==================== design 1
File: src/rtl/des_pkg.sv
// -----------------------------------------------------------------------------
// des_pkg
// Shared DES key-schedule definitions:
//   - width constants for the C/D halves, PC1 output, subkey and key
//   - PC1 index table and the pc1() helper that applies it
//   - one-shift round mask (bit r-1 set => round r rotates by 1, else by 2)
//   - key-schedule FSM state enum
// Bit numbering: DES bit 1 is the MSB of every vector.
// -----------------------------------------------------------------------------
package des_pkg;

    localparam int HALF_W   = 28;
    localparam int SUBKEY_W = 48;
    localparam int CD_W     = 56;
    localparam int KEY_W    = 64;

    // Rounds 1, 2, 9 and 16 rotate by one position, every other round by two.
    localparam logic [15:0] ONE_SHIFT_MASK = 16'b1000_0001_0000_0011;

    typedef enum logic {IDLE, EMIT} state_t;

    // PC1 output bit i+1 takes key bit PC1_TAB[i] (both 1-based, DES order).
    localparam int PC1_TAB [CD_W] = '{
        57, 49, 41, 33, 25, 17,  9,
         1, 58, 50, 42, 34, 26, 18,
        10,  2, 59, 51, 43, 35, 27,
        19, 11,  3, 60, 52, 44, 36,
        63, 55, 47, 39, 31, 23, 15,
         7, 62, 54, 46, 38, 30, 22,
        14,  6, 61, 53, 45, 37, 29,
        21, 13,  5, 28, 20, 12,  4
    };

    // Parity bits (8, 16, ..., 64) never appear in PC1_TAB, so they drop out here.
    function automatic logic [CD_W-1:0] pc1(input logic [KEY_W-1:0] k);
        logic [CD_W-1:0] r;
        r = '0;
        for (int i = 0; i < CD_W; i++) begin
            r[CD_W-1-i] = k[KEY_W - PC1_TAB[i]];
        end
        return r;
    endfunction

endpackage

File: src/rtl/des_subkey_gen_pc2.sv
// -----------------------------------------------------------------------------
// des_subkey_gen_pc2
// DES permuted choice 2: selects 48 of the 56 C/D bits to form a round subkey.
// Purely combinational.
// Ports:
//   cd      in  56  {C,D}; cd[55] = input bit 1
//   subkey  out 48  subkey[47] = output bit 1
// -----------------------------------------------------------------------------
module des_subkey_gen_pc2
    import des_pkg::*;
(
    input  logic [55:0] cd,
    output logic [47:0] subkey
);

    localparam int PC2_TAB [SUBKEY_W] = '{
        14, 17, 11, 24,  1,  5,
         3, 28, 15,  6, 21, 10,
        23, 19, 12,  4, 26,  8,
        16,  7, 27, 20, 13,  2,
        41, 52, 31, 37, 47, 55,
        30, 40, 51, 45, 33, 48,
        44, 49, 39, 56, 34, 53,
        46, 42, 50, 36, 29, 32
    };

    always_comb begin
        subkey = '0;
        for (int i = 0; i < SUBKEY_W; i++) begin
            subkey[SUBKEY_W-1-i] = cd[CD_W - PC2_TAB[i]];
        end
    end

endmodule

File: src/rtl/des_subkey_gen.sv
// -----------------------------------------------------------------------------
// des_subkey_gen
// Sequential DES key schedule. Expands a 64-bit key into K1..K16, one subkey
// per valid/ready handshake, in forward order (encrypt) or reverse order
// (decrypt). Reverse order is produced by rotating C/D right, so no subkey
// storage is needed.
// Ports:
//   clk           in   1   rising-edge clock
//   rst           in   1   synchronous active-high reset
//   start         in   1   load key and begin a schedule (only while idle)
//   decrypt       in   1   sampled with start: 0 = K1..K16, 1 = K16..K1
//   key           in  64   DES key, key[63] = DES bit 1, parity ignored
//   busy          out  1   schedule in progress
//   subkey_valid  out  1   subkey/round_idx hold a valid subkey
//   subkey_ready  in   1   consumer accepts subkey on valid & ready
//   subkey        out 48   PC2(C,D), subkey[47] = PC2 bit 1
//   round_idx     out  4   round of current subkey, 0..15 = K1..K16
//   done          out  1   one-cycle pulse after the 16th accepted subkey
// -----------------------------------------------------------------------------
module des_subkey_gen
    import des_pkg::*;
(
    input  logic        clk,
    input  logic        rst,
    input  logic        start,
    input  logic        decrypt,
    input  logic [63:0] key,
    output logic        busy,
    output logic        subkey_valid,
    input  logic        subkey_ready,
    output logic [47:0] subkey,
    output logic [3:0]  round_idx,
    output logic        done
);

    state_t        state, state_nxt;
    logic [27:0]   c_q, d_q, c_nxt, d_nxt;
    logic [3:0]    idx_nxt;
    logic          dec_q, dec_nxt, done_nxt;
    logic [55:0]   pc1_key;
    logic          last, shift_one;

    function automatic logic [27:0] rotl(input logic [27:0] x, input logic one);
        return one ? {x[26:0], x[27]} : {x[25:0], x[27:26]};
    endfunction

    function automatic logic [27:0] rotr(input logic [27:0] x, input logic one);
        return one ? {x[0], x[27:1]} : {x[1:0], x[27:2]};
    endfunction

    assign pc1_key = pc1(key);

    assign last = dec_q ? (round_idx == 4'd0) : (round_idx == 4'd15);

    // Encrypt rotates into round (round_idx+2, 1-based) => mask bit round_idx+1.
    // Decrypt undoes the rotation of the round just delivered => mask bit round_idx.
    // The encrypt index wraps only on the last round, where no rotation happens.
    assign shift_one = dec_q ? ONE_SHIFT_MASK[round_idx]
                             : ONE_SHIFT_MASK[round_idx + 4'd1];

    assign busy         = (state == EMIT);
    assign subkey_valid = (state == EMIT);

    always_comb begin
        state_nxt = state;
        c_nxt     = c_q;
        d_nxt     = d_q;
        idx_nxt   = round_idx;
        dec_nxt   = dec_q;
        done_nxt  = 1'b0;
        case (state)
            IDLE: begin
                if (start) begin
                    dec_nxt   = decrypt;
                    state_nxt = EMIT;
                    if (decrypt) begin
                        // C0/D0 equals C16/D16, so K16 needs no rotation.
                        c_nxt   = pc1_key[55:28];
                        d_nxt   = pc1_key[27:0];
                        idx_nxt = 4'd15;
                    end else begin
                        c_nxt   = rotl(pc1_key[55:28], 1'b1);
                        d_nxt   = rotl(pc1_key[27:0], 1'b1);
                        idx_nxt = 4'd0;
                    end
                end
            end
            EMIT: begin
                if (subkey_ready) begin
                    if (last) begin
                        state_nxt = IDLE;
                        done_nxt  = 1'b1;
                    end else if (dec_q) begin
                        c_nxt   = rotr(c_q, shift_one);
                        d_nxt   = rotr(d_q, shift_one);
                        idx_nxt = round_idx - 4'd1;
                    end else begin
                        c_nxt   = rotl(c_q, shift_one);
                        d_nxt   = rotl(d_q, shift_one);
                        idx_nxt = round_idx + 4'd1;
                    end
                end
            end
            default: state_nxt = IDLE;
        endcase
    end

    always_ff @(posedge clk) begin
        if (rst) begin
            state     <= IDLE;
            c_q       <= '0;
            d_q       <= '0;
            round_idx <= '0;
            dec_q     <= 1'b0;
            done      <= 1'b0;
        end else begin
            state     <= state_nxt;
            c_q       <= c_nxt;
            d_q       <= d_nxt;
            round_idx <= idx_nxt;
            dec_q     <= dec_nxt;
            done      <= done_nxt;
        end
    end

    des_subkey_gen_pc2 u_pc2 (
        .cd     ({c_q, d_q}),
        .subkey (subkey)
    );

endmodule

File: config.mk
export PLATFORM = sky130hd
export DESIGN_NAME = des_subkey_gen
export DESIGN_NICKNAME = d
export VERILOG_FILES = /design/src/rtl/des_pkg.sv /design/src/rtl/des_subkey_gen_pc2.sv /design/src/rtl/des_subkey_gen.sv
export SDC_FILE = /design/constraint.sdc
export NUM_CORES = 1
export LEC_CHECK = 0
export CORE_MARGIN = 2
export CORE_UTILIZATION = 42
export DETAILED_ROUTE_END_ITERATION = 7
export MAX_ROUTING_LAYER = met4
export PLACE_DENSITY = 0.67
export SKIP_CTS_REPAIR_TIMING = 1
export SLEW_MARGIN = 20
export SYNTH_ARGS = -nofsm -noshare
export SYNTH_HDL_FRONTEND = slang
export SYNTH_HIERARCHICAL = 1
export SYNTH_SLANG_ARGS = --single-unit
File: constraint.sdc
create_clock -name clk -period 6.4 [get_ports clk]
set_input_delay 1.28 -clock clk [delete_from_list [all_inputs] [get_ports clk]]
set_output_delay 1.28 -clock clk [all_outputs]
set_load 0.01 [all_outputs]
==================== design 2
**src/rtl/eep_arb_pkg.sv**
```systemverilog
`default_nettype none
// ============================================================================
//  Module   : eep_arb_pkg
//  Brief    : Shared widths, FSM encoding and round-robin helper for the
//             EEPROM access arbiter.
//  Revision : 1.0  initial release
// ============================================================================
package eep_arb_pkg;

   localparam int ADDR_W = 24;
   localparam int LEN_W  = 10;
   localparam int DATA_W = 8;

   typedef enum logic [2:0] {
      ST_IDLE      = 3'd0,
      ST_ISSUE     = 3'd1,
      ST_WAIT_BUSY = 3'd2,
      ST_XFER      = 3'd3,
      ST_DONE      = 3'd4
   } state_t;

   function automatic int unsigned rr_next(input int unsigned idx, input int unsigned n);
      return (idx + 1 >= n) ? 0 : idx + 1;
   endfunction

endpackage
`default_nettype wire

```
**src/rtl/eep_rr_arbiter.sv**
```systemverilog
`default_nettype none
// ============================================================================
//  Module   : eep_rr_arbiter
//  Brief    : Round-robin pick of the first request at/after the pointer;
//             pointer moves past the last owner when advanced.
//  Revision : 1.0  initial release
// ============================================================================
module eep_rr_arbiter
   import eep_arb_pkg::*;
#(
   parameter int NREQ = 2
) (
   input  logic                     clk,
   input  logic                     rst_n,
   input  logic [NREQ-1:0]          req_i,
   input  logic                     adv_i,
   input  logic [$clog2(NREQ)-1:0]  last_i,
   output logic [NREQ-1:0]          gnt_oh_o,
   output logic [$clog2(NREQ)-1:0]  gnt_idx_o
);

   localparam int IDX_W = $clog2(NREQ);

   logic [IDX_W-1:0] ptr_q;
   logic [IDX_W-1:0] ptr_d;
   logic             found;

   always_comb begin : p_pick
      int unsigned s;
      s         = 0;
      found     = 1'b0;
      gnt_idx_o = '0;
      gnt_oh_o  = '0;
      for (int k = 0; k < NREQ; k++) begin
         s = 32'(ptr_q) + 32'(k);
         if (s >= NREQ) s = s - NREQ;
         if (!found && req_i[IDX_W'(s)]) begin
            found     = 1'b1;
            gnt_idx_o = IDX_W'(s);
         end
      end
      gnt_oh_o[gnt_idx_o] = found;
   end

   assign ptr_d = IDX_W'(rr_next(32'(last_i), NREQ));

   always_ff @(posedge clk) begin
      if (!rst_n)     ptr_q <= '0;
      else if (adv_i) ptr_q <= ptr_d;
   end

endmodule
`default_nettype wire

```
**src/rtl/eep_access_arbiter.sv**
```systemverilog
`default_nettype none
// ============================================================================
//  Module   : eep_access_arbiter
//  Brief    : Round-robin sharing of one spi_eeprom_iface between NREQ
//             requesters; optional XFER watchdog via EEP_ARB_TIMEOUT_EN.
//  Revision : 1.0  initial release
// ============================================================================
module eep_access_arbiter
   import eep_arb_pkg::*;
#(
   parameter int NREQ      = 2,
   parameter int BUSY_WAIT = 16,
   parameter int TMO_CYC   = 1 << 20
) (
   input  logic                     clk,
   input  logic                     rst_n,
   input  logic [NREQ-1:0]          req_vld_i,
   input  logic [NREQ*ADDR_W-1:0]   req_addr_i,
   input  logic [NREQ-1:0]          req_wr_rd_n_i,
   input  logic [NREQ*LEN_W-1:0]    req_len_i,
   output logic [NREQ-1:0]          req_gnt_o,
   input  logic [NREQ*DATA_W-1:0]   req_wdata_i,
   input  logic [NREQ-1:0]          req_wdata_vld_i,
   output logic [NREQ-1:0]          req_wdata_rdy_o,
   output logic [DATA_W-1:0]        req_rdata_o,
   output logic [NREQ-1:0]          req_rdata_vld_o,
   input  logic [NREQ-1:0]          req_rdata_rdy_i,
   output logic [NREQ-1:0]          req_done_o,
   output logic [NREQ-1:0]          req_err_o,
   output logic [ADDR_W-1:0]        eep_addr_o,
   output logic                     eep_addr_vld_o,
   output logic                     eep_wr_rd_n_o,
   output logic [LEN_W-1:0]         eep_data_len_o,
   output logic [DATA_W-1:0]        eep_wdata_o,
   output logic                     eep_wdata_vld_o,
   output logic                     eep_rdata_rdy_o,
   input  logic [DATA_W-1:0]        eep_rdata_i,
   input  logic                     eep_rdata_vld_i,
   input  logic                     eep_wdata_rdy_i,
   input  logic                     eep_busy_i,
   input  logic [LEN_W-1:0]         eep_data_cntr_i,
   output logic [LEN_W-1:0]         dbg_data_cntr_o
);

   localparam int IDX_W   = $clog2(NREQ);
   // One counter serves both the busy-rise wait and the XFER watchdog.
   localparam int CNT_MAX = (TMO_CYC > BUSY_WAIT) ? TMO_CYC : BUSY_WAIT;
   localparam int CNT_W   = $clog2(CNT_MAX + 1);

   state_t             state_q;
   logic [IDX_W-1:0]   owner_q;
   logic [ADDR_W-1:0]  addr_q;
   logic [LEN_W-1:0]   len_q;
   logic               wr_q;
   logic               addr_vld_q;
   logic [NREQ-1:0]    gnt_q, done_q, err_q;
   logic [CNT_W-1:0]   cnt_q;
   logic [LEN_W-1:0]   dbg_q;
   logic               drain;

   logic [NREQ-1:0]    gnt_oh, owner_oh;
   logic [IDX_W-1:0]   gnt_idx;
   logic [ADDR_W-1:0]  sel_addr;
   logic [LEN_W-1:0]   sel_len;
   logic               sel_wr;
   logic [DATA_W-1:0]  own_wdata;
   logic               own_wdata_vld, own_rdata_rdy, in_xfer;

   eep_rr_arbiter #(.NREQ(NREQ)) u_rr (
      .clk       (clk),
      .rst_n     (rst_n),
      .req_i     (req_vld_i),
      .adv_i     (state_q == ST_DONE),
      .last_i    (owner_q),
      .gnt_oh_o  (gnt_oh),
      .gnt_idx_o (gnt_idx)
   );

   always_comb begin
      sel_addr      = '0;
      sel_len       = '0;
      sel_wr        = 1'b0;
      own_wdata     = '0;
      own_wdata_vld = 1'b0;
      own_rdata_rdy = 1'b0;
      owner_oh      = '0;
      owner_oh[owner_q] = 1'b1;
      for (int i = 0; i < NREQ; i++) begin
         if (gnt_idx == IDX_W'(i)) begin
            sel_addr = req_addr_i[i*ADDR_W +: ADDR_W];
            sel_len  = req_len_i[i*LEN_W +: LEN_W];
            sel_wr   = req_wr_rd_n_i[i];
         end
         if (owner_q == IDX_W'(i)) begin
            own_wdata     = req_wdata_i[i*DATA_W +: DATA_W];
            own_wdata_vld = req_wdata_vld_i[i];
            own_rdata_rdy = req_rdata_rdy_i[i];
         end
      end
   end

   assign in_xfer = (state_q == ST_XFER);

   assign req_gnt_o       = gnt_q;
   assign req_done_o      = done_q;
   assign req_err_o       = err_q;
   assign eep_addr_o      = addr_q;
   assign eep_addr_vld_o  = addr_vld_q;
   assign eep_wr_rd_n_o   = wr_q;
   assign eep_data_len_o  = len_q;
   assign dbg_data_cntr_o = dbg_q;
   assign eep_wdata_o     = in_xfer ? own_wdata : '0;
   assign eep_wdata_vld_o = in_xfer & own_wdata_vld;
   assign eep_rdata_rdy_o = (in_xfer & own_rdata_rdy) | drain;
   assign req_wdata_rdy_o = (in_xfer & eep_wdata_rdy_i) ? owner_oh : '0;
   assign req_rdata_vld_o = (in_xfer & eep_rdata_vld_i) ? owner_oh : '0;
   assign req_rdata_o     = in_xfer ? eep_rdata_i : '0;

`ifdef EEP_ARB_TIMEOUT_EN
   logic drain_q;
   assign drain = drain_q;
`else
   assign drain = 1'b0;
`endif

   always_ff @(posedge clk) begin
      if (!rst_n) begin
         state_q    <= ST_IDLE;
         owner_q    <= '0;
         addr_q     <= '0;
         len_q      <= '0;
         wr_q       <= 1'b0;
         addr_vld_q <= 1'b0;
         gnt_q      <= '0;
         done_q     <= '0;
         err_q      <= '0;
         cnt_q      <= '0;
         dbg_q      <= '0;
`ifdef EEP_ARB_TIMEOUT_EN
         drain_q    <= 1'b0;
`endif
      end else begin
         gnt_q      <= '0;
         done_q     <= '0;
         err_q      <= '0;
         addr_vld_q <= 1'b0;
         dbg_q      <= eep_data_cntr_i;
         case (state_q)
            ST_IDLE: begin
               if (|req_vld_i && !eep_busy_i) begin
                  owner_q <= gnt_idx;
                  addr_q  <= sel_addr;
                  len_q   <= sel_len;
                  wr_q    <= sel_wr;
                  gnt_q   <= gnt_oh;
                  state_q <= ST_ISSUE;
               end
            end
            ST_ISSUE: begin
               // Zero-length requests are refused without touching the iface.
               if (len_q == '0) begin
                  done_q  <= owner_oh;
                  err_q   <= owner_oh;
                  state_q <= ST_DONE;
               end else begin
                  addr_vld_q <= 1'b1;
                  cnt_q      <= '0;
                  state_q    <= ST_WAIT_BUSY;
               end
            end
            ST_WAIT_BUSY: begin
               if (eep_busy_i) begin
                  cnt_q   <= '0;
                  state_q <= ST_XFER;
               end else if (cnt_q == CNT_W'(BUSY_WAIT - 1)) begin
                  done_q  <= owner_oh;
                  err_q   <= owner_oh;
                  state_q <= ST_DONE;
               end else begin
                  cnt_q <= cnt_q + 1'b1;
               end
            end
            ST_XFER: begin
               if (!eep_busy_i) begin
                  done_q  <= owner_oh;
                  state_q <= ST_DONE;
               end
`ifdef EEP_ARB_TIMEOUT_EN
               else if (cnt_q == CNT_W'(TMO_CYC - 1)) begin
                  done_q  <= owner_oh;
                  err_q   <= owner_oh;
                  drain_q <= 1'b1;
                  state_q <= ST_DONE;
               end else begin
                  cnt_q <= cnt_q + 1'b1;
               end
`endif
            end
            ST_DONE: begin
`ifdef EEP_ARB_TIMEOUT_EN
               // After a watchdog abort, keep accepting bytes until the iface idles.
               if (!drain_q || !eep_busy_i) begin
                  drain_q <= 1'b0;
                  state_q <= ST_IDLE;
               end
`else
               state_q <= ST_IDLE;
`endif
            end
            default: state_q <= ST_IDLE;
         endcase
      end
   end

endmodule
`default_nettype wire

```
**config.mk**
```make
export PLATFORM = sky130hd
export DESIGN_NAME = eep_access_arbiter
export DESIGN_NICKNAME = d
export VERILOG_FILES = /design/src/rtl/eep_arb_pkg.sv /design/src/rtl/eep_rr_arbiter.sv /design/src/rtl/eep_access_arbiter.sv
export SDC_FILE = /design/constraint.sdc
export NUM_CORES = 1
export LEC_CHECK = 0
export ABC_CLOCK_PERIOD_IN_PS = 2050
export CORE_ASPECT_RATIO = 1.75
export CORE_UTILIZATION = 42
export CTS_BUF_LIST = sky130_fd_sc_hd__clkbuf_8
export DETAILED_ROUTE_END_ITERATION = 7
export PLACE_DENSITY = 0.84
export SETUP_SLACK_MARGIN = 0.1
export SLEW_MARGIN = 20
export SYNTH_ARGS = -nofsm -noshare
export SYNTH_HDL_FRONTEND = slang
export SYNTH_HIERARCHICAL = 1
export SYNTH_SLANG_ARGS = --single-unit
```
**constraint.sdc**
```tcl
create_clock -name clk -period 2.05 [get_ports clk]
set_input_delay 0.205 -clock clk [delete_from_list [all_inputs] [get_ports clk]]
set_output_delay 0.205 -clock clk [all_outputs]
set_load 0.02 [all_outputs]
```
==================== design 3
==> config.mk <==
export PLATFORM = sky130hd
export DESIGN_NAME = wormhole_output_allocator
export DESIGN_NICKNAME = d
export VERILOG_FILES = /design/src/rtl/wormhole_output_allocator_pkg.sv /design/src/rtl/wormhole_output_allocator_lru_matrix_arbiter.sv /design/src/rtl/wormhole_output_allocator.sv
export SDC_FILE = /design/constraint.sdc
export NUM_CORES = 1
export LEC_CHECK = 0
export ABC_AREA = 0
export CAP_MARGIN = 5
export CELL_PAD_IN_SITES_DETAIL_PLACEMENT = 1
export CELL_PAD_IN_SITES_GLOBAL_PLACEMENT = 2
export CORE_MARGIN = 2
export CORE_UTILIZATION = 27
export DETAILED_ROUTE_END_ITERATION = 16
export GPL_TIMING_DRIVEN = 0
export PLACE_DENSITY = 0.75
export SLEW_MARGIN = 20
export SYNTH_ARGS = -nofsm -noshare
export SYNTH_HDL_FRONTEND = slang
export SYNTH_SLANG_ARGS = --single-unit
export TNS_END_PERCENT = 30
==> constraint.sdc <==
create_clock -name CLK -period 4.2 [get_ports CLK]
set_input_delay 0.84 -clock CLK [delete_from_list [all_inputs] [get_ports CLK]]
set_output_delay 0.84 -clock CLK [all_outputs]
set_load 0.01 [all_outputs]
==> src/rtl/wormhole_output_allocator_pkg.sv <==
// -----------------------------------------------------------------------------
// wormhole_output_allocator_pkg
// Shared definitions for the per-output wormhole allocator:
//   - default channel count and downstream credit depth
//   - IDLE/LOCKED state encoding
//   - pairIndex(): maps an upper-triangle matrix coordinate (i<j) onto a
//     flat bit index so only CHANNELS*(CHANNELS-1)/2 priority bits are stored
// -----------------------------------------------------------------------------
package wormhole_output_allocator_pkg;

  localparam int DEF_CHANNELS = 5;
  localparam int DEF_CREDITS  = 4;

  typedef enum logic {
    IDLE   = 1'b0,
    LOCKED = 1'b1
  } state_e;

  // Row-major packing of the strict upper triangle of an n x n matrix.
  // Caller guarantees i < j.
  function automatic int pairIndex(input int i, input int j, input int n);
    return i * n - (i * (i + 1)) / 2 + (j - i - 1);
  endfunction

endpackage

==> src/rtl/wormhole_output_allocator_lru_matrix_arbiter.sv <==
// -----------------------------------------------------------------------------
// lru_matrix_arbiter
// Least-recently-served matrix arbiter. Entry W[i][j] (i != j) means input i
// beats input j. Only the upper triangle is stored; W[j][i] for j>i is the
// complement of W[i][j]. On an update strobe the current winner becomes the
// lowest priority input.
// Ports:
//   CLK       clock
//   RST       synchronous active-high reset (input 0 highest priority)
//   cand_i    candidate vector
//   update_i  commit the current grant into the priority matrix
//   grant_o   one-hot (or zero) combinational grant
// -----------------------------------------------------------------------------
module lru_matrix_arbiter
  import wormhole_output_allocator_pkg::*;
#(
  parameter int N = DEF_CHANNELS
) (
  input  logic         CLK,
  input  logic         RST,
  input  logic [N-1:0] cand_i,
  input  logic         update_i,
  output logic [N-1:0] grant_o
);

  localparam int PAIRS = (N * (N - 1)) / 2;
  localparam int PW    = (PAIRS > 0) ? PAIRS : 1;

  logic [PW-1:0] upper_q;
  logic [PW-1:0] upper_d;
  logic [N-1:0]  beats [N];
  logic [N-1:0]  blocked;

  // Expand the stored upper triangle into the full beats matrix and compute
  // the post-grant value of every stored bit. A winner in the row clears the
  // bit (winner no longer beats anyone); a winner in the column sets it
  // (everyone now beats the winner).
  for (genvar i = 0; i < N; i++) begin : gRow
    for (genvar j = 0; j < N; j++) begin : gCol
      if (i < j) begin : gUpper
        localparam int P = pairIndex(i, j, N);
        assign beats[i][j] = upper_q[P];
        assign upper_d[P]  = grant_o[j] ? 1'b1 : (grant_o[i] ? 1'b0 : upper_q[P]);
      end else if (i > j) begin : gLower
        localparam int P = pairIndex(j, i, N);
        assign beats[i][j] = ~upper_q[P];
      end else begin : gDiag
        assign beats[i][j] = 1'b0;
      end
    end
  end

  // Input i is blocked when any other candidate j holds priority over it.
  always_comb begin
    blocked = '0;
    for (int i = 0; i < N; i++) begin
      for (int j = 0; j < N; j++) begin
        if (cand_i[j] && beats[j][i]) begin
          blocked[i] = 1'b1;
        end
      end
    end
  end

  assign grant_o = cand_i & ~blocked;

  // Priority bits reset to all ones (upper triangle set), so lower index wins.
  always_ff @(posedge CLK) begin
    if (RST) begin
      upper_q <= '1;
    end else if (update_i) begin
      upper_q <= upper_d;
    end
  end

endmodule

==> src/rtl/wormhole_output_allocator.sv <==
// -----------------------------------------------------------------------------
// wormhole_output_allocator
// Shares one router output between CHANNELS inputs at packet granularity.
// Head flits arbitrate through an LRU matrix arbiter; the winner of a
// multi-flit packet holds the port until its tail passes. Every transfer
// consumes one downstream credit.
// Ports:
//   CLK             clock
//   RST             synchronous active-high reset
//   req             input i has a flit waiting for this output
//   head / tail     flit type of input i's waiting flit
//   credit_in       one downstream slot freed (pulse)
//   grant           one-hot/zero, combinational switch grant
//   flit_valid      OR of grant
//   credit_count    current downstream credits
//   busy            port is LOCKED to an owner
//   err_credit_ovf  sticky: credit returned while counter already full
// -----------------------------------------------------------------------------
module wormhole_output_allocator
  import wormhole_output_allocator_pkg::*;
#(
  parameter int CHANNELS = DEF_CHANNELS,
  parameter int CREDITS  = DEF_CREDITS,
  parameter int CRED_W   = $clog2(CREDITS + 1)
) (
  input  logic                CLK,
  input  logic                RST,
  input  logic [CHANNELS-1:0] req,
  input  logic [CHANNELS-1:0] head,
  input  logic [CHANNELS-1:0] tail,
  input  logic                credit_in,
  output logic [CHANNELS-1:0] grant,
  output logic                flit_valid,
  output logic [CRED_W-1:0]   credit_count,
  output logic                busy,
  output logic                err_credit_ovf
);

  localparam int              OWN_W    = (CHANNELS > 1) ? $clog2(CHANNELS) : 1;
  localparam logic [CRED_W-1:0] CRED_MAX = CRED_W'(CREDITS);

  state_e              state_q, state_d;
  logic [OWN_W-1:0]    owner_q, owner_d;
  logic [CRED_W-1:0]   creditCnt_q, creditCnt_d;
  logic                errOvf_q, errOvf_d;
  logic                busy_q;
  logic                creditOk;
  logic                arbUpdate;
  logic [CHANNELS-1:0] arbGrant;
  logic [CHANNELS-1:0] lockGrant;
  logic [OWN_W-1:0]    winnerIdx;

  assign creditOk = (creditCnt_q != '0);

  // The matrix only moves on a real head-flit grant taken in IDLE.
  assign arbUpdate = ~RST & (state_q == IDLE) & creditOk & (|arbGrant);

  lru_matrix_arbiter #(
    .N (CHANNELS)
  ) uArb (
    .CLK      (CLK),
    .RST      (RST),
    .cand_i   (req & head),
    .update_i (arbUpdate),
    .grant_o  (arbGrant)
  );

  // While locked, only the owner may move flits; head is ignored.
  always_comb begin
    lockGrant          = '0;
    lockGrant[owner_q] = req[owner_q] & creditOk;
  end

  // Final grant is forced to zero during reset and without credits.
  always_comb begin
    grant = '0;
    if (!RST) begin
      if (state_q == IDLE) begin
        grant = creditOk ? arbGrant : '0;
      end else begin
        grant = lockGrant;
      end
    end
  end

  assign flit_valid = |grant;

  // Binary encoding of the arbiter winner, used to latch the owner.
  always_comb begin
    winnerIdx = '0;
    for (int i = 0; i < CHANNELS; i++) begin
      if (arbGrant[i]) begin
        winnerIdx = OWN_W'(i);
      end
    end
  end

  // Next-state logic: lock on a granted head without tail, release on a
  // granted tail. Credits follow count - transfer + return, saturating at
  // CREDITS and raising the sticky overflow flag instead of wrapping.
  always_comb begin
    state_d     = state_q;
    owner_d     = owner_q;
    errOvf_d    = errOvf_q;
    creditCnt_d = creditCnt_q - CRED_W'(flit_valid) + CRED_W'(credit_in);
    case (state_q)
      IDLE: begin
        if (flit_valid && !(|(grant & tail))) begin
          state_d = LOCKED;
          owner_d = winnerIdx;
        end
      end
      LOCKED: begin
        if (flit_valid && tail[owner_q]) begin
          state_d = IDLE;
        end
      end
      default: state_d = IDLE;
    endcase
    if (credit_in && !flit_valid && (creditCnt_q == CRED_MAX)) begin
      creditCnt_d = creditCnt_q;
      errOvf_d    = 1'b1;
    end
  end

  // Single state register block; reset abandons any lock in progress.
  always_ff @(posedge CLK) begin
    if (RST) begin
      state_q     <= IDLE;
      owner_q     <= '0;
      creditCnt_q <= CRED_MAX;
      errOvf_q    <= 1'b0;
      busy_q      <= 1'b0;
    end else begin
      state_q     <= state_d;
      owner_q     <= owner_d;
      creditCnt_q <= creditCnt_d;
      errOvf_q    <= errOvf_d;
      busy_q      <= (state_d == LOCKED);
    end
  end

  assign credit_count   = creditCnt_q;
  assign busy           = busy_q;
  assign err_credit_ovf = errOvf_q;

endmodule
==================== design 4
File: config.mk
export PLATFORM = sky130hd
export DESIGN_NAME = lsu_mem_stage
export DESIGN_NICKNAME = d
export VERILOG_FILES = /design/src/rtl/lsu_mem_stage.sv
export SDC_FILE = /design/constraint.sdc
export NUM_CORES = 1
export LEC_CHECK = 0
export CAP_MARGIN = 30
export CORE_ASPECT_RATIO = 1.75
export CORE_UTILIZATION = 50
export DETAILED_ROUTE_END_ITERATION = 8
export PLACE_DENSITY = 0.9
export SYNTH_ARGS = -nofsm -noshare
export SYNTH_HDL_FRONTEND = slang
export SYNTH_SLANG_ARGS = --single-unit
File: constraint.sdc
create_clock -name i_clk -period 3.1 [get_ports i_clk]
set_clock_uncertainty 0.05 [all_clocks]
set_input_delay 0.93 -clock i_clk [delete_from_list [all_inputs] [get_ports i_clk]]
set_output_delay 0.93 -clock i_clk [all_outputs]
set_load 0.02 [all_outputs]
File: src/rtl/lsu_mem_stage.sv
// Load/store unit in front of a word-wide data memory: validates each request,
// performs word-only memory accesses (read-modify-write for SB/SH) and returns a held response.
module lsu_mem_stage #(
  parameter int MEM_SIZE_KB = 1
) (
  input  logic        i_clk,
  input  logic        i_rst,
  input  logic        i_reqValid,
  output logic        o_reqReady,
  input  logic        i_reqWrite,
  input  logic [2:0]  i_reqFunct3,
  input  logic [31:0] i_reqAddr,
  input  logic [31:0] i_reqWdata,
  output logic        o_rspValid,
  input  logic        i_rspReady,
  output logic [31:0] o_rspRdata,
  output logic        o_rspErr,
  output logic        o_memRead,
  output logic        o_memWrite,
  output logic [31:0] o_memAddr,
  output logic [31:0] o_memWdata,
  output logic [2:0]  o_memFunct3,
  input  logic [31:0] i_memRdata
);

  localparam logic [1:0] IDLE  = 2'd0;
  localparam logic [1:0] READ  = 2'd1;
  localparam logic [1:0] WRITE = 2'd2;
  localparam logic [1:0] RESP  = 2'd3;

  localparam logic [32:0] MEM_BYTES = 33'(MEM_SIZE_KB) * 33'd1024;

  logic [1:0]  state_reg, state_next;
  logic        write_reg;
  logic [2:0]  funct3_reg;
  logic [31:0] addr_reg;
  logic [31:0] wdata_reg;
  logic [31:0] word_reg;
  logic [31:0] rsp_rdata_reg;
  logic        rsp_err_reg;

  logic [1:0]  lane;
  logic        funct3_ok;
  logic        misaligned;
  logic        out_of_range;
  logic        req_err;
  logic [7:0]  load_byte;
  logic [15:0] load_half;
  logic [31:0] load_data;
  logic [31:0] merged_word;

  assign lane = addr_reg[1:0];

  // Request validation works on the live inputs so the decision is ready at the accept edge.
  always_comb begin
    funct3_ok = 1'b0;
    case (i_reqFunct3)
      3'b000, 3'b001, 3'b010: funct3_ok = 1'b1;
      3'b100, 3'b101:         funct3_ok = !i_reqWrite;
      default:                funct3_ok = 1'b0;
    endcase
    misaligned   = ((i_reqFunct3[1:0] == 2'b01) && i_reqAddr[0]) ||
                   ((i_reqFunct3[1:0] == 2'b10) && (i_reqAddr[1:0] != 2'b00));
    out_of_range = ({1'b0, i_reqAddr} >= MEM_BYTES);
    req_err      = !funct3_ok || misaligned || out_of_range;
  end

  always_comb begin
    state_next = state_reg;
    case (state_reg)
      IDLE: begin
        if (i_reqValid) begin
          if (req_err)
            state_next = RESP;
          else if (i_reqWrite && (i_reqFunct3[1:0] == 2'b10))
            state_next = WRITE;
          else
            state_next = READ;
        end
      end
      READ:    state_next = write_reg ? WRITE : RESP;
      WRITE:   state_next = RESP;
      RESP:    state_next = i_rspReady ? IDLE : RESP;
      default: state_next = IDLE;
    endcase
  end

  always_comb begin
    load_byte = i_memRdata[{lane, 3'b000} +: 8];
    load_half = i_memRdata[{lane[1], 4'b0000} +: 16];
    case (funct3_reg[1:0])
      2'b00:   load_data = {{24{!funct3_reg[2] && load_byte[7]}}, load_byte};
      2'b01:   load_data = {{16{!funct3_reg[2] && load_half[15]}}, load_half};
      default: load_data = i_memRdata;
    endcase
  end

  // Per-byte merge of store data into the word fetched during READ.
  generate
    for (genvar gi = 0; gi < 4; gi++) begin : g_lane
      logic       lane_hit;
      logic [7:0] store_byte;
      always_comb begin
        if (funct3_reg[1]) begin
          lane_hit   = 1'b1;
          store_byte = wdata_reg[8*gi +: 8];
        end else if (funct3_reg[0]) begin
          lane_hit   = (lane[1] == 1'(gi / 2));
          store_byte = wdata_reg[8*(gi % 2) +: 8];
        end else begin
          lane_hit   = (lane == 2'(gi));
          store_byte = wdata_reg[7:0];
        end
      end
      assign merged_word[8*gi +: 8] = lane_hit ? store_byte : word_reg[8*gi +: 8];
    end
  endgenerate

  always_ff @(posedge i_clk) begin
    if (i_rst) begin
      state_reg     <= IDLE;
      write_reg     <= 1'b0;
      funct3_reg    <= 3'b000;
      addr_reg      <= 32'd0;
      wdata_reg     <= 32'd0;
      word_reg      <= 32'd0;
      rsp_rdata_reg <= 32'd0;
      rsp_err_reg   <= 1'b0;
    end else begin
      state_reg <= state_next;
      case (state_reg)
        IDLE: begin
          if (i_reqValid) begin
            write_reg     <= i_reqWrite;
            funct3_reg    <= i_reqFunct3;
            addr_reg      <= i_reqAddr;
            wdata_reg     <= i_reqWdata;
            rsp_err_reg   <= req_err;
            rsp_rdata_reg <= 32'd0;
          end
        end
        READ: begin
          word_reg <= i_memRdata;
          if (!write_reg)
            rsp_rdata_reg <= load_data;
        end
        RESP: begin
          if (i_rspReady) begin
            rsp_rdata_reg <= 32'd0;
            rsp_err_reg   <= 1'b0;
          end
        end
        default: ;
      endcase
    end
  end

  assign o_reqReady  = (state_reg == IDLE);
  assign o_rspValid  = (state_reg == RESP);
  assign o_rspRdata  = rsp_rdata_reg;
  assign o_rspErr    = rsp_err_reg;
  assign o_memRead   = (state_reg == READ);
  // A reset edge coinciding with WRITE must never commit the word.
  assign o_memWrite  = (state_reg == WRITE) && !i_rst;
  assign o_memAddr   = {2'b00, addr_reg[31:2]};
  assign o_memWdata  = merged_word;
  assign o_memFunct3 = 3'b010;

endmodule

### Signal wires on met1, design 4

The bar under the picture is 20 µm long. Cells faint in the background.
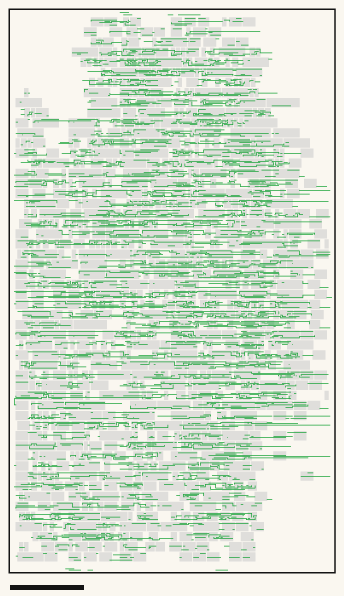
- longest straight run: 30.4 µm
- main direction: horizontal
- share of all routed wire: 36%
- wire length on this layer: 7,420 µm
- nets with wire on the layer: 963
met1 GRT Util: 33.4%
via count: 6,461
DRT Wirelength: 20,800 µm

==> flow_summary.json, design 4 <==
{
  "status": "complete, no violations",
  "ir_drop_v": 0.000480,
  "drt-initial-drc-count": 587,
  "topCombFamilyByArea": "simple AND/OR/NAND/NOR gates",
  "comb-power_w": 0.00131,
  "path_common_cell": "nand2_1",
  "place_ws_ns": 0.229,
  "power.switching_w": 0.00163,
  "arrival_ns": 2.06,
  "regArea_um2": 2710,
  "crit_chain": "inv_2 -> a21oi_2 -> nand2_1 -> nand2_1 -> clkdlybuf4s50_1",
  "combPwrFrac_pct": 24.3,
  "chipWidth_um": 87.4,
  "grt_overflow": 0,
  "tool_warnings": 26,
  "synthCells": 814,
  "post_cts_buffers": 1,
  "ys_async_sr_fraction_pct": 0,
  "comb_share_pct": 35.4,
  "rows": 54,
  "worstSetupStartpoint": "addr_reg[1]"
}
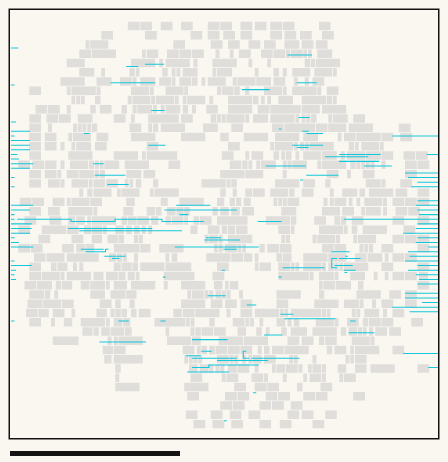
*Metal 3, design 1*
The bar under the picture is 50 µm long. Cells faint in the background.
- share of all routed wire: 5.2%
- nets with wire on the layer: 97
- wire length on this layer: 899 µm

==> flow_summary.json, design 1 <==
{
  "largestPowerGroup": "combinational cells",
  "numSynthFlops": 64,
  "reg2reg_depth": 6,
  "post-route-min-period_ns": 3.36,
  "fp_util_pct": 43.0,
  "mostFrequentLayoutCells": "nor2_1, mux2i_1, clkdlybuf4s50_1, a21oi_1, dfxtp_1",
  "clkPwrFrac_pct": 27.8,
  "n_all_buffers": 121,
  "reg2reg_to": "d_q[12]",
  "grt_use_met3_pct": 2.42,
  "drc_errors": 0,
  "rrSetupSlack_ns": 3.14,
  "worst-path-stages": 7,
  "yosysWarnings": 6,
  "grt_max_degree": 62,
  "rows": 44,
  "reg2reg_from": "round_idx[1]",
  "ys_sh_simple_pct": 16.3,
  "p_seq_w": 0.000559,
  "dp_hpwl_um": 11100,
  "io_buffers": 115,
  "nClkBuffers": 16,
  "n_all_inverters": 4,
  "area_leaders": "dfxtp_1, mux2i_1, nor2_1",
  "worstSetupStartpoint": "start",
  "status": "complete, no violations",
  "clkTransAtPathRegs_ns": 0.05
}
### Signal wires on met1, design 2

The bar under the picture is 20 µm long. Cells faint in the background.
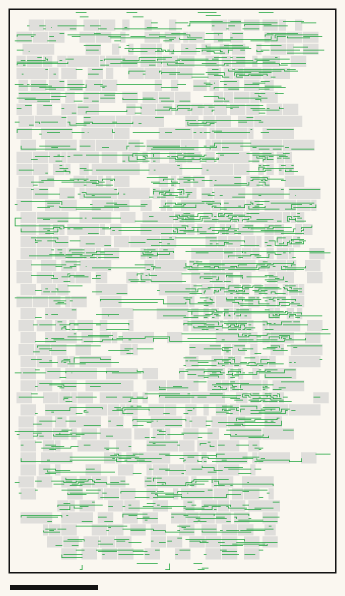
- share of all routed wire: 38%
- nets with wire on the layer: 646
met1 GRT Util: 29.3%
via count: 3,944
DRT Wirelength: 11,800 µm

==> flow_summary.json, design 2 <==
{
  "status": "complete, no violations",
  "p_per_area_nw_per_um2": 652,
  "crit_required_ns": 2.33,
  "final_util_pct": 70.4,
  "syn_area_um2": 3760,
  "flop-count": 78,
  "yosys_cells": 418,
  "mux_area_share_pct": 12.2,
  "largest_register_ffs": 24,
  "final.setup_skew_ns": 0.00962,
  "worst-path-stages": 6,
  "gp_congestion": 0.908,
  "top_cells_by_count": "dfxtp_1, nor2_1, mux2i_1",
  "critPathBufInv": 1,
  "diodes": 0,
  "comb_cells": 306,
  "yosys_area_um2": 3760,
  "min_path_type": "in -> reg",
  "coreArea_um2": 8670,
  "reg2reg_depth": 6,
  "cp-start-kind": "flop",
  "logic_area_um2": 2100,
  "drt_pass1_iterations": 4,
  "finalSetupViolations": 0,
  "min_from": "eep_data_cntr_i[7]",
  "clk_share_pct": 4.18
}
### Metal 2, design 3

The bar under the picture is 20 µm long. Cells faint in the background.
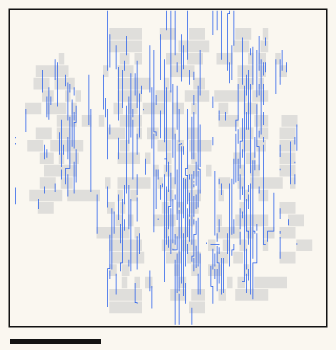
- share of all routed wire: 48%
- longest straight run: 42.8 µm
- main direction: vertical
- wire length on this layer: 1,740 µm

==> flow_summary.json, design 3 <==
{
  "grt_max_degree": 11,
  "max_slew_margin_pct": 65.1,
  "status": "complete, no violations",
  "io_buffers": 27,
  "cts_resized": 0,
  "p_leak_nw": 0.600,
  "syn_to_final_growth_pct": 34.8,
  "regArea_um2": 360,
  "finalPower_w": 0.000683,
  "rrSetupSlack_ns": 0.81,
  "path_common_cell": "clkdlybuf4s50_1",
  "stdcell_count": 221,
  "met1Wirelength_um": 1670,
  "arrival_ns": 3.18,
  "logic_area_um2": 741,
  "yosysTopAreaCellShare_pct": 31.4,
  "highest_layer": "met4",
  "cp_max_fo": 5,
  "synth-xor-area-share_pct": 1.53,
  "synth-compound-area-share_pct": 20.5,
  "worst-path-stages": 7,
  "n_all_inverters": 10,
  "die_h_um": 69.2,
  "area_leaders": "dfxtp_1, o21ai_0, nor2_1",
  "grtUsageMet1_pct": 20.5,
  "final_cell_area_um2": 1550,
  "dieArea_um2": 4780
}


## Gallery

Metal 3.
The bar under the picture is 20 µm long. Cells faint in the background.
panel A
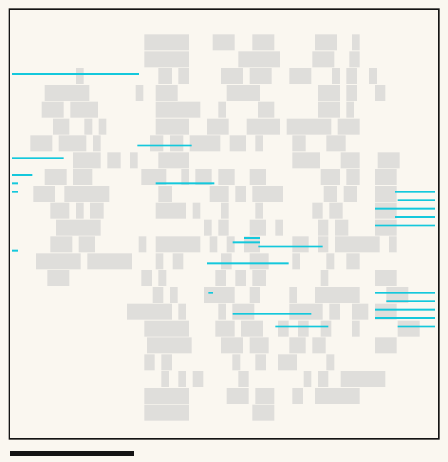
panel B
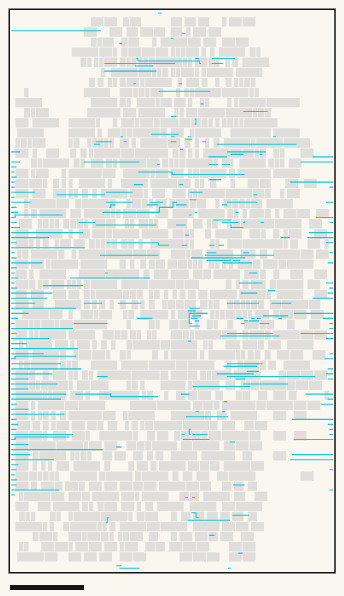
panel C
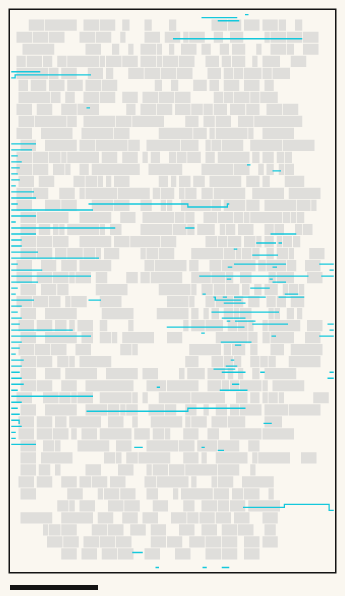
design 2: panel C
design 4: panel B
design 3: panel A
- smallest die: panel A
- largest die: panel B

Key to panel C:
- wire length on this layer: 590 µm
- longest straight run: 29.0 µm
- nets with wire on the layer: 96

